# ---- sc_frame_sng ----
===== src/rtl/sc_frame_sng.sv =====
// sc_frame_sng: binary-to-stochastic frame transmitter with a one-entry holding register
module sc_frame_sng #(
  parameter int WIDTH = 8
) (
  input  logic             clk,
  input  logic             rst,
  input  logic [WIDTH-1:0] in_data,
  input  logic             in_valid,
  output logic             in_ready,
  input  logic             flush,
  input  logic [WIDTH-1:0] rng,
  output logic             out,
  output logic             out_valid,
  output logic             out_last
);
  localparam int FRAME_LEN = 2**WIDTH;
  typedef enum logic {IDLE, STREAM} state_t;
  state_t state, state_nx;
  logic [WIDTH-1:0] cur_val, bit_cnt, hold_val;
  logic hold_full, hs, frame_end;
  assign in_ready = !hold_full && !flush && !rst;
  assign hs = in_valid && in_ready;
  assign frame_end = (state == STREAM) && (bit_cnt == WIDTH'(FRAME_LEN - 1));
  // state register
  always_ff @(posedge clk)
    state <= rst ? IDLE : state_nx;
  // next state; a value caught in the hold at the very last bit is picked up from IDLE
  always_comb
    state_nx = flush ? IDLE :
               (state == IDLE) ? ((hs || hold_full) ? STREAM : IDLE) :
               (frame_end && !hold_full) ? IDLE : STREAM;
  // datapath: frame bits, bit counter, current and held values
  always_ff @(posedge clk)
    if (rst) begin
      cur_val <= '0;
      bit_cnt <= '0;
      hold_val <= '0;
      hold_full <= 1'b0;
      out <= 1'b0;
      out_valid <= 1'b0;
      out_last <= 1'b0;
    end else if (flush) begin
      bit_cnt <= '0;
      hold_full <= 1'b0;
      out <= 1'b0;
      out_valid <= 1'b0;
      out_last <= 1'b0;
    end else if (state == IDLE) begin
      out <= 1'b0;
      out_valid <= 1'b0;
      out_last <= 1'b0;
      bit_cnt <= '0;
      if (hold_full) begin
        cur_val <= hold_val;
        hold_full <= 1'b0;
      end else if (hs) cur_val <= in_data;
    end else begin
      out <= rng < cur_val;
      out_valid <= 1'b1;
      out_last <= frame_end;
      bit_cnt <= bit_cnt + 1'b1;
      if (hs) begin
        hold_val <= in_data;
        hold_full <= 1'b1;
      end
      if (frame_end && hold_full) begin
        cur_val <= hold_val;
        hold_full <= 1'b0;
      end
    end
endmodule


===== config.mk =====
export PLATFORM = sky130hd
export DESIGN_NAME = sc_frame_sng
export DESIGN_NICKNAME = d
export VERILOG_FILES = /design/src/rtl/sc_frame_sng.sv
export SDC_FILE = /design/constraint.sdc
export NUM_CORES = 1
export LEC_CHECK = 0
export CORE_ASPECT_RATIO = 0.9
export CORE_MARGIN = 2
export CORE_UTILIZATION = 55
export DETAILED_ROUTE_END_ITERATION = 10
export PLACE_DENSITY = 0.83
export SYNTH_ARGS = -nofsm -noshare
export SYNTH_HDL_FRONTEND = slang
export SYNTH_SLANG_ARGS = --single-unit

===== constraint.sdc =====
create_clock -name clk -period 3.75 [get_ports clk]
set_input_delay 0.375 -clock clk [delete_from_list [all_inputs] [get_ports clk]]
set_output_delay 0.375 -clock clk [all_outputs]
set_load 0.02 [all_outputs]

# ---- chess_move_ctrl ----
[src/rtl/chess_move_ctrl.sv]
// chess_move_ctrl: keyboard-driven select/place move controller for a 3x3 two-player board.
// Optional per-turn move timer is compiled in when MOVE_TIMEOUT_EN is defined.
module chess_move_ctrl #(
   parameter int unsigned TIMEOUT_CYCLES = 50000000
) (
   input  logic        CLK,
   input  logic        RESET_N,
   input  logic [7:0]  ascii,
   input  logic        new_ascii,
   input  logic [4:0]  cursor,
   output logic [17:0] board,
   output logic        player,
   output logic        held,
   output logic [3:0]  sel_field,
   output logic        move_done,
   output logic [3:0]  from_field,
   output logic [3:0]  to_field,
   output logic        err,
   output logic        game_over,
   output logic        winner,
   output logic        timeout,
   output logic [1:0]  state_dbg
);

   typedef enum logic [1:0] {
      S_SELECT = 2'd0,
      S_HELD   = 2'd1,
      S_COMMIT = 2'd2,
      S_OVER   = 2'd3
   } state_t;

   localparam logic [17:0] BOARD_INIT = 18'b01_01_01_00_00_00_10_10_10;
   localparam logic [7:0]  KEY_E      = 8'h45;
   localparam logic [7:0]  KEY_Q      = 8'h51;
   localparam logic [7:0]  KEY_R      = 8'h52;

   function automatic logic [1:0] get_field(input logic [17:0] b, input logic [3:0] idx);
      logic [1:0] code;
      code = 2'b00;
      for (int i = 1; i <= 9; i++)
         if (idx == 4'(i)) code = b[2*i-2 +: 2];
      return code;
   endfunction

   function automatic logic [17:0] set_field(input logic [17:0] b, input logic [3:0] idx,
                                             input logic [1:0] code);
      logic [17:0] r;
      r = b;
      for (int i = 1; i <= 9; i++)
         if (idx == 4'(i)) r[2*i-2 +: 2] = code;
      return r;
   endfunction

   function automatic logic [3:0] count_code(input logic [17:0] b, input logic [1:0] code);
      logic [3:0] n;
      n = 4'd0;
      for (int i = 1; i <= 9; i++)
         if (b[2*i-2 +: 2] == code) n = n + 4'd1;
      return n;
   endfunction

   state_t      state_q, state_d;
   logic [17:0] board_q, board_d;
   logic        player_q, player_d;
   logic        held_q, held_d;
   logic [3:0]  sel_q, sel_d;
   logic        move_done_q, move_done_d;
   logic [3:0]  from_q, from_d;
   logic [3:0]  to_q, to_d;
   logic        err_q, err_d;
   logic        game_over_q, game_over_d;
   logic        winner_q, winner_d;

   logic        key_e, key_q, key_r, restart, cur_ok;
   logic [1:0]  own_code, cur_code;
   logic [17:0] board_mv;

`ifdef MOVE_TIMEOUT_EN
   localparam int CW = (TIMEOUT_CYCLES > 1) ? $clog2(TIMEOUT_CYCLES) : 1;
   localparam logic [CW-1:0] CNT_LAST = CW'(TIMEOUT_CYCLES - 1);
   logic [CW-1:0] cnt_q, cnt_d;
   logic          timeout_q, timeout_d;
`endif

   always_comb begin
      state_d     = state_q;
      board_d     = board_q;
      player_d    = player_q;
      held_d      = held_q;
      sel_d       = sel_q;
      move_done_d = 1'b0;
      from_d      = 4'd0;
      to_d        = 4'd0;
      err_d       = 1'b0;
      game_over_d = game_over_q;
      winner_d    = winner_q;
      restart     = 1'b0;
      key_e       = new_ascii && (ascii == KEY_E);
      key_q       = new_ascii && (ascii == KEY_Q);
      key_r       = new_ascii && (ascii == KEY_R);
      own_code    = player_q ? 2'b10 : 2'b01;
      cur_ok      = (cursor >= 5'd1) && (cursor <= 5'd9);
      cur_code    = get_field(board_q, cursor[3:0]);
      // Board image as it will look once the pending move lands (used only in COMMIT).
      board_mv    = set_field(set_field(board_q, to_q, own_code), from_q, 2'b00);

      unique case (state_q)
         S_SELECT: begin
            if (key_r) restart = 1'b1;
            else if (key_e) begin
               if (cur_ok && cur_code == own_code) begin
                  sel_d   = cursor[3:0];
                  held_d  = 1'b1;
                  state_d = S_HELD;
               end else err_d = 1'b1;
            end
         end
         S_HELD: begin
            if (key_r) restart = 1'b1;
            else if (key_q) begin
               held_d  = 1'b0;
               sel_d   = 4'd0;
               state_d = S_SELECT;
            end else if (key_e) begin
               if (cur_ok && cursor[3:0] != sel_q && cur_code != own_code) begin
                  state_d     = S_COMMIT;
                  move_done_d = 1'b1;
                  from_d      = sel_q;
                  to_d        = cursor[3:0];
               end else err_d = 1'b1;
            end
         end
         S_COMMIT: begin
            board_d  = board_mv;
            player_d = ~player_q;
            held_d   = 1'b0;
            sel_d    = 4'd0;
            if (count_code(board_mv, ~own_code) == 4'd0) begin
               state_d     = S_OVER;
               game_over_d = 1'b1;
               winner_d    = player_q;
            end else state_d = S_SELECT;
         end
         S_OVER: begin
            if (key_r) restart = 1'b1;
         end
         default: state_d = S_SELECT;
      endcase

      if (restart) begin
         state_d     = S_SELECT;
         board_d     = BOARD_INIT;
         player_d    = 1'b0;
         held_d      = 1'b0;
         sel_d       = 4'd0;
         game_over_d = 1'b0;
         winner_d    = 1'b0;
      end

`ifdef MOVE_TIMEOUT_EN
      cnt_d     = '0;
      timeout_d = 1'b0;
      // Expiry forfeits the turn and overrides whatever key arrived this cycle.
      if ((state_q == S_SELECT || state_q == S_HELD) && cnt_q == CNT_LAST) begin
         state_d     = S_SELECT;
         board_d     = board_q;
         player_d    = ~player_q;
         held_d      = 1'b0;
         sel_d       = 4'd0;
         move_done_d = 1'b0;
         from_d      = 4'd0;
         to_d        = 4'd0;
         err_d       = 1'b0;
         game_over_d = game_over_q;
         winner_d    = winner_q;
         timeout_d   = 1'b1;
      end else if ((state_q == S_SELECT || state_q == S_HELD) &&
                   (state_d == S_SELECT || state_d == S_HELD) && !restart) begin
         cnt_d = cnt_q + 1'b1;
      end
`endif
   end

   always_ff @(posedge CLK or negedge RESET_N) begin
      if (!RESET_N) begin
         state_q     <= S_SELECT;
         board_q     <= BOARD_INIT;
         player_q    <= 1'b0;
         held_q      <= 1'b0;
         sel_q       <= 4'd0;
         move_done_q <= 1'b0;
         from_q      <= 4'd0;
         to_q        <= 4'd0;
         err_q       <= 1'b0;
         game_over_q <= 1'b0;
         winner_q    <= 1'b0;
`ifdef MOVE_TIMEOUT_EN
         cnt_q       <= '0;
         timeout_q   <= 1'b0;
`endif
      end else begin
         state_q     <= state_d;
         board_q     <= board_d;
         player_q    <= player_d;
         held_q      <= held_d;
         sel_q       <= sel_d;
         move_done_q <= move_done_d;
         from_q      <= from_d;
         to_q        <= to_d;
         err_q       <= err_d;
         game_over_q <= game_over_d;
         winner_q    <= winner_d;
`ifdef MOVE_TIMEOUT_EN
         cnt_q       <= cnt_d;
         timeout_q   <= timeout_d;
`endif
      end
   end

   assign board      = board_q;
   assign player     = player_q;
   assign held       = held_q;
   assign sel_field  = sel_q;
   assign move_done  = move_done_q;
   assign from_field = from_q;
   assign to_field   = to_q;
   assign err        = err_q;
   assign game_over  = game_over_q;
   assign winner     = winner_q;
   assign state_dbg  = state_q;
`ifdef MOVE_TIMEOUT_EN
   assign timeout    = timeout_q;
`else
   assign timeout    = 1'b0;
`endif

endmodule

[config.mk]
export PLATFORM = sky130hd
export DESIGN_NAME = chess_move_ctrl
export DESIGN_NICKNAME = d
export VERILOG_FILES = /design/src/rtl/chess_move_ctrl.sv
export SDC_FILE = /design/constraint.sdc
export NUM_CORES = 1
export LEC_CHECK = 0
export CORE_ASPECT_RATIO = 1.4
export CORE_MARGIN = 2
export CORE_UTILIZATION = 59
export CTS_CLUSTER_SIZE = 25
export DETAILED_ROUTE_END_ITERATION = 8
export PLACE_DENSITY_LB_ADDON = 0.05
export SLEW_MARGIN = 10
export SYNTH_ARGS = -nofsm -noshare
export SYNTH_HDL_FRONTEND = slang
export SYNTH_SLANG_ARGS = --single-unit
[constraint.sdc]
create_clock -name CLK -period 10.25 [get_ports CLK]
set_input_delay 1.5375 -clock CLK [delete_from_list [all_inputs] [get_ports CLK]]
set_output_delay 1.5375 -clock CLK [all_outputs]
set_load 0.02 [all_outputs]
# ---- arith_accum_8b ----
**config.mk**
```make
export PLATFORM = sky130hd
export DESIGN_NAME = arith_accum_8b
export DESIGN_NICKNAME = d
export VERILOG_FILES = /design/src/rtl/arith_pkg.sv /design/src/rtl/arith_add_8b_c.sv /design/src/rtl/arith_accum_8b.sv
export SDC_FILE = /design/constraint.sdc
export NUM_CORES = 1
export LEC_CHECK = 0
export CAP_MARGIN = 20
export CORE_ASPECT_RATIO = 1.1
export CORE_MARGIN = 5
export CORE_UTILIZATION = 45
export CTS_BUF_LIST = sky130_fd_sc_hd__clkbuf_8
export DETAILED_ROUTE_END_ITERATION = 10
export PLACE_DENSITY = 0.88
export REMOVE_ABC_BUFFERS = 1
export SKIP_CTS_REPAIR_TIMING = 1
export SLEW_MARGIN = 20
export SYNTH_ARGS = -nofsm -noshare
export SYNTH_HDL_FRONTEND = slang
export SYNTH_SLANG_ARGS = --single-unit
```
**constraint.sdc**
```tcl
create_clock -name clk -period 1.6 [get_ports clk]
set_input_delay 0.24 -clock clk [delete_from_list [all_inputs] [get_ports clk]]
set_output_delay 0.24 -clock clk [all_outputs]
set_load 0.01 [all_outputs]
```
**src/rtl/arith_pkg.sv**
```systemverilog
// Shared types and widths for the sequential arithmetic blocks.
// Imported by the accumulator top and its adder datapath.
package arith_pkg;

    localparam int ARITH_W = 8;

    typedef enum logic [1:0] {
        IDLE  = 2'd0,
        ACCUM = 2'd1,
        DONE  = 2'd2
    } state_t;

endpackage

```
**src/rtl/arith_add_8b_c.sv**
```systemverilog
// Combinational 8-bit adder returning {carry, sum}.
// Shared datapath for the accumulator stage.
module arith_add_8b_c
    import arith_pkg::*;
(
    input  logic [ARITH_W-1:0] i_a,
    input  logic [ARITH_W-1:0] i_b,
    output logic [ARITH_W-1:0] o_sum,
    output logic               o_carry
);

    assign {o_carry, o_sum} = {1'b0, i_a} + {1'b0, i_b};

endmodule

```
**src/rtl/arith_accum_8b.sv**
```systemverilog
// Multi-operand accumulator: takes a job count, sums that many operands
// mod 256 with a sticky carry flag, and presents the result on val/rdy.
module arith_accum_8b
    import arith_pkg::*;
#(
    parameter int CNT_W = 4
)
(
    input  logic               clk,
    input  logic               reset_n,
    input  logic               start_val,
    output logic               start_rdy,
    input  logic [CNT_W-1:0]   start_cnt,
    input  logic               in_val,
    output logic               in_rdy,
    input  logic [ARITH_W-1:0] in_data,
    output logic               out_val,
    input  logic               out_rdy,
    output logic [ARITH_W-1:0] out_sum,
    output logic               out_ovf
);

    state_t             r_state;
    state_t             w_state_nxt;
    logic [CNT_W-1:0]   r_rem;
    logic [ARITH_W-1:0] r_sum;
    logic               r_ovf;

    logic [ARITH_W-1:0] w_add_sum;
    logic               w_add_c;
    logic               w_start_fire;
    logic               w_in_fire;
    logic               w_last;

    arith_add_8b_c u_add (
        .i_a     (r_sum),
        .i_b     (in_data),
        .o_sum   (w_add_sum),
        .o_carry (w_add_c)
    );

    // Ready/valid come only from registered state, never from inputs.
    assign start_rdy = (r_state == IDLE);
    assign in_rdy    = (r_state == ACCUM);
    assign out_val   = (r_state == DONE);
    assign out_sum   = r_sum;
    assign out_ovf   = r_ovf;

    assign w_start_fire = start_val && start_rdy;
    assign w_in_fire    = in_val && in_rdy;
    assign w_last       = (r_rem == CNT_W'(1));

    always_comb begin
        w_state_nxt = r_state;
        unique case (r_state)
            IDLE: begin
                if (start_val) begin
                    w_state_nxt = (start_cnt != '0) ? ACCUM : DONE;
                end
            end
            ACCUM: begin
                if (in_val && w_last) begin
                    w_state_nxt = DONE;
                end
            end
            DONE: begin
                if (out_rdy) begin
                    w_state_nxt = IDLE;
                end
            end
            default: w_state_nxt = IDLE;
        endcase
    end

    always_ff @(posedge clk or negedge reset_n) begin
        if (!reset_n) begin
            r_state <= IDLE;
        end else begin
            r_state <= w_state_nxt;
        end
    end

    always_ff @(posedge clk or negedge reset_n) begin
        if (!reset_n) begin
            r_rem <= '0;
            r_sum <= '0;
            r_ovf <= 1'b0;
        end else if (w_start_fire) begin
            r_rem <= start_cnt;
            r_sum <= '0;
            r_ovf <= 1'b0;
        end else if (w_in_fire) begin
            r_rem <= r_rem - CNT_W'(1);
            r_sum <= w_add_sum;
            r_ovf <= r_ovf | w_add_c;
        end
    end

endmodule

```
### M1 wires, sc_frame_sng

(8 px per um) Supply wires on this layer in gray. Cells faint in the background.
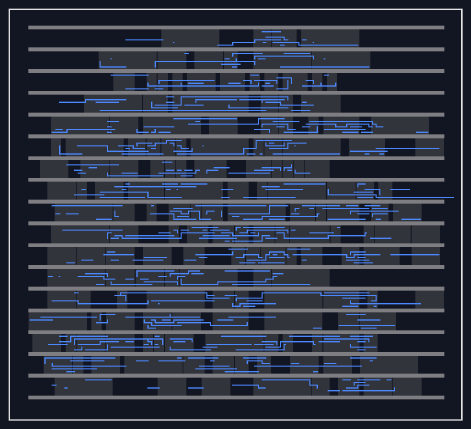
wire length on this layer: 1220 um
share of all routed wire: 45%
total number of vias: 1061
met1 Usage GRT: 24.1%
routed wire length: 2710 um

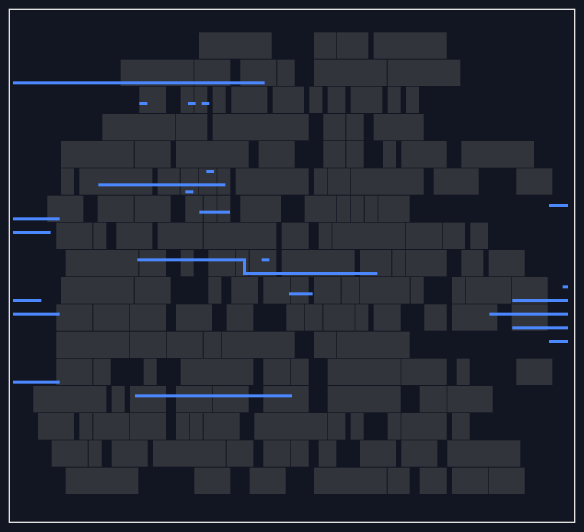
*Met3 routing, sc_frame_sng*
(10 px per um) Cells faint in the background.
share of all routed wire: 4.6%
main direction: horizontal
wire length on this layer: 124 um
met3 Use GR: 6.33%

==> flow_summary.toml, sc_frame_sng <==
# synthesis and place-and-route metrics
[outcome]
outcome = "completed"

[clock_tree]
ctsResizeCount = 0
cts_tree = "yes"
cts_max_level = 2

[grt]
grt_pass1_wl_um = 4600
gr-max-usage-layer = "met2"
grt_pass1_vias = 1095

[die]
die_x_um = 56.4
initial_core_util_pct = 56.5
tap_cells = 28

[drt]
drtPass1Iterations = 4
viasPerCell = 5.44
met1Wirelength_um = 1220
top_layer = "met4"

[pwr]
pwr-share-seq_pct = 52.8
p_int_uw = 461
clockPowerShare_pct = 35.6
total_power_uw = 604
p_seq_uw = 319

[cells_and_area]
comb_share_pct = 42.5
postLayoutCellArea_sq_mm = 0.00166
stdcell_count = 195
nClkBuffers = 7
final_util_pct = 69.0
lay_top_count = "dfxtp_1"
clk_share_pct = 4.22

[placement]
post-place-ws_ns = 1.04
place_area_sq_mm = 0.00159
dp_cells = 187

[critical_path]
worstSetupPathDepth = 3
cp_num_buf_inv = 2
required_ns = 3.38
cp_max_fo = 19
worstRegToRegCells = 4
cpPeakStageDelay_ns = 0.74
cpMostUsedCell = "clkdlybuf4s50_1"
r2r-start = "state"
r2r-end = "cur_val[6]"

[logic_synthesis]
synth.largest_area_cell = "dfxtp_1"
muxShareOfSynthArea_pct = 11.8
top_cell = "dfxtp_1"
top_logic_kind = "simple AND/OR/NAND/NOR gates"
ys.flops = 29
synthDistinctLibCells = 31
synthAdderAreaFrac_pct = 7.37
ys.flop_type = "dfxtp_1"

[final_timing]
setup_viol_count_final = 0
slew_headroom_pct = 46.5
whs_ns = 0.508
rsz0062_at_grt = "no"
fmax_mhz = 411

[worst_hold_path]
holdPathStages = 2
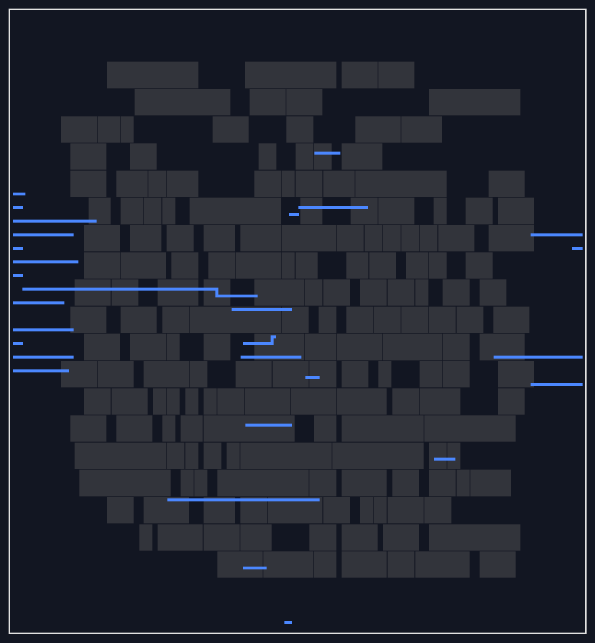
*Met3 routing, arith_accum_8b*
(10 px per um) Cells faint in the background.
share of all routed wire: 4.1%
nets with wire on the layer: 22
longest straight run: 19.3 um
met3 Use GR: 3.52%
total number of vias: 1168
routed wire length: 3350 um

==> flow_summary.toml, arith_accum_8b <==
# synthesis and place-and-route metrics
[worst_hold_path]
hold_class = "in -> async"

[die]
die_y_um = 62.3
row_count = 19
tap_cells = 31

[critical_path]
endpoint = "out_sum[6]"
cp_slowest_cell = "dfrtp_1"
cp_max_fo = 3
timing.reg2reg.setup_slack_ns = -0.21

[cells_and_area]
seq_area_sq_um = 377
nClkBuffers = 3

[grt]
gr-max-usage-layer = "met2"

[outcome]
outcome = "complete, but fails checks"
violations = "negative setup slack"

[logic_synthesis]
muxShareOfSynthArea_pct = 0.896
ys_sh_aoi_pct = 24.3

[final_timing]
drv_slew = 0
fin_ws_ns = -0.214
setup_viol_count_final = 9

[clock_tree]
clockRootBuffer = "clkbuf_8"

[pwr]
swShare_pct = 39.4
p_comb_share_pct = 63.6
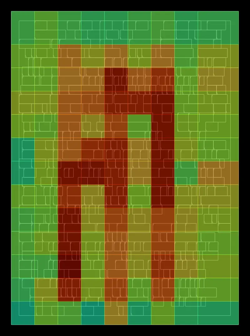
*Routing congestion, chess_move_ctrl*
met3 Use GR: 4.98%
gr usage total: 29.5%
GRT busiest layer: met2

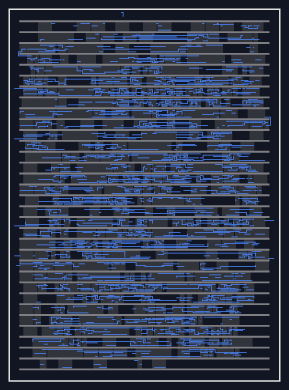
*M1 wires, chess_move_ctrl*
(4 px per um) Supply wires on this layer in gray. Cells faint in the background.
longest straight run: 23.5 um
wire length on this layer: 3500 um
nets with wire on the layer: 413
share of all routed wire: 40%
main direction: horizontal
routed wire length: 8690 um
total number of vias: 3150
met1 Usage GRT: 36.1%

==> flow_summary.toml, chess_move_ctrl <==
# synthesis and place-and-route metrics
[cells_and_area]
largestClassByArea = "multi-input combinational cells"
seq_area_sq_um = 958
signal_buffers = 53
clk_share_pct = 3.46

[logic_synthesis]
synth.cellmix.simpleShare_pct = 30.6
ys.flop_type = "dfrtp_1"

[worst_hold_path]
hp-start = "game_over"
hold_class = "reg -> reg"

[grt]
use_met2_pct = 49.1

[pwr]
p_seq_uw = 200
total_power_uw = 724

[drt]
drt_iter0_drc = 245

[die]
die_y_um = 92.6
dieArea_sq_mm = 0.00623

[clock_tree]
cts_tree = "yes"
cts_max_level = 2

[outcome]
outcome = "completed"

[job]
warning_count = 29

[critical_path]
cp_data_arrival_time_ns = 6.70

[final_timing]
drv_slew = 0

==> notes/layouts.md <==
Pictures saved along the way, in no particular order.

Met2 routing.
image #1
(8 px per um)
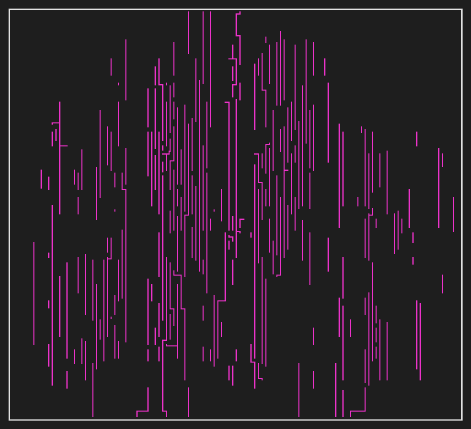
image #2
(4 px per um)
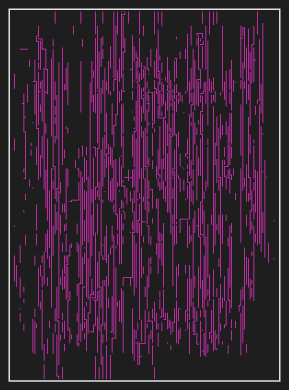
image #3
(8 px per um)
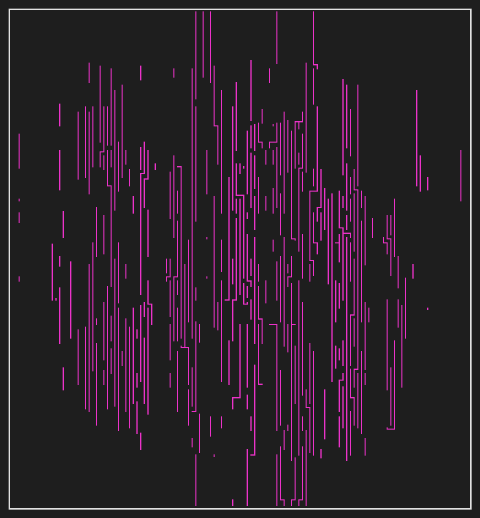
chess_move_ctrl is image #2.
sc_frame_sng is image #1.
arith_accum_8b is image #3.
- smallest die: image #1
- largest die: image #2

Key to image #2:
wire length on this layer: 4410 um
nets with wire on the layer: 395
main direction: vertical


No activity file was given, so power comes from the tool's default toggle rates.
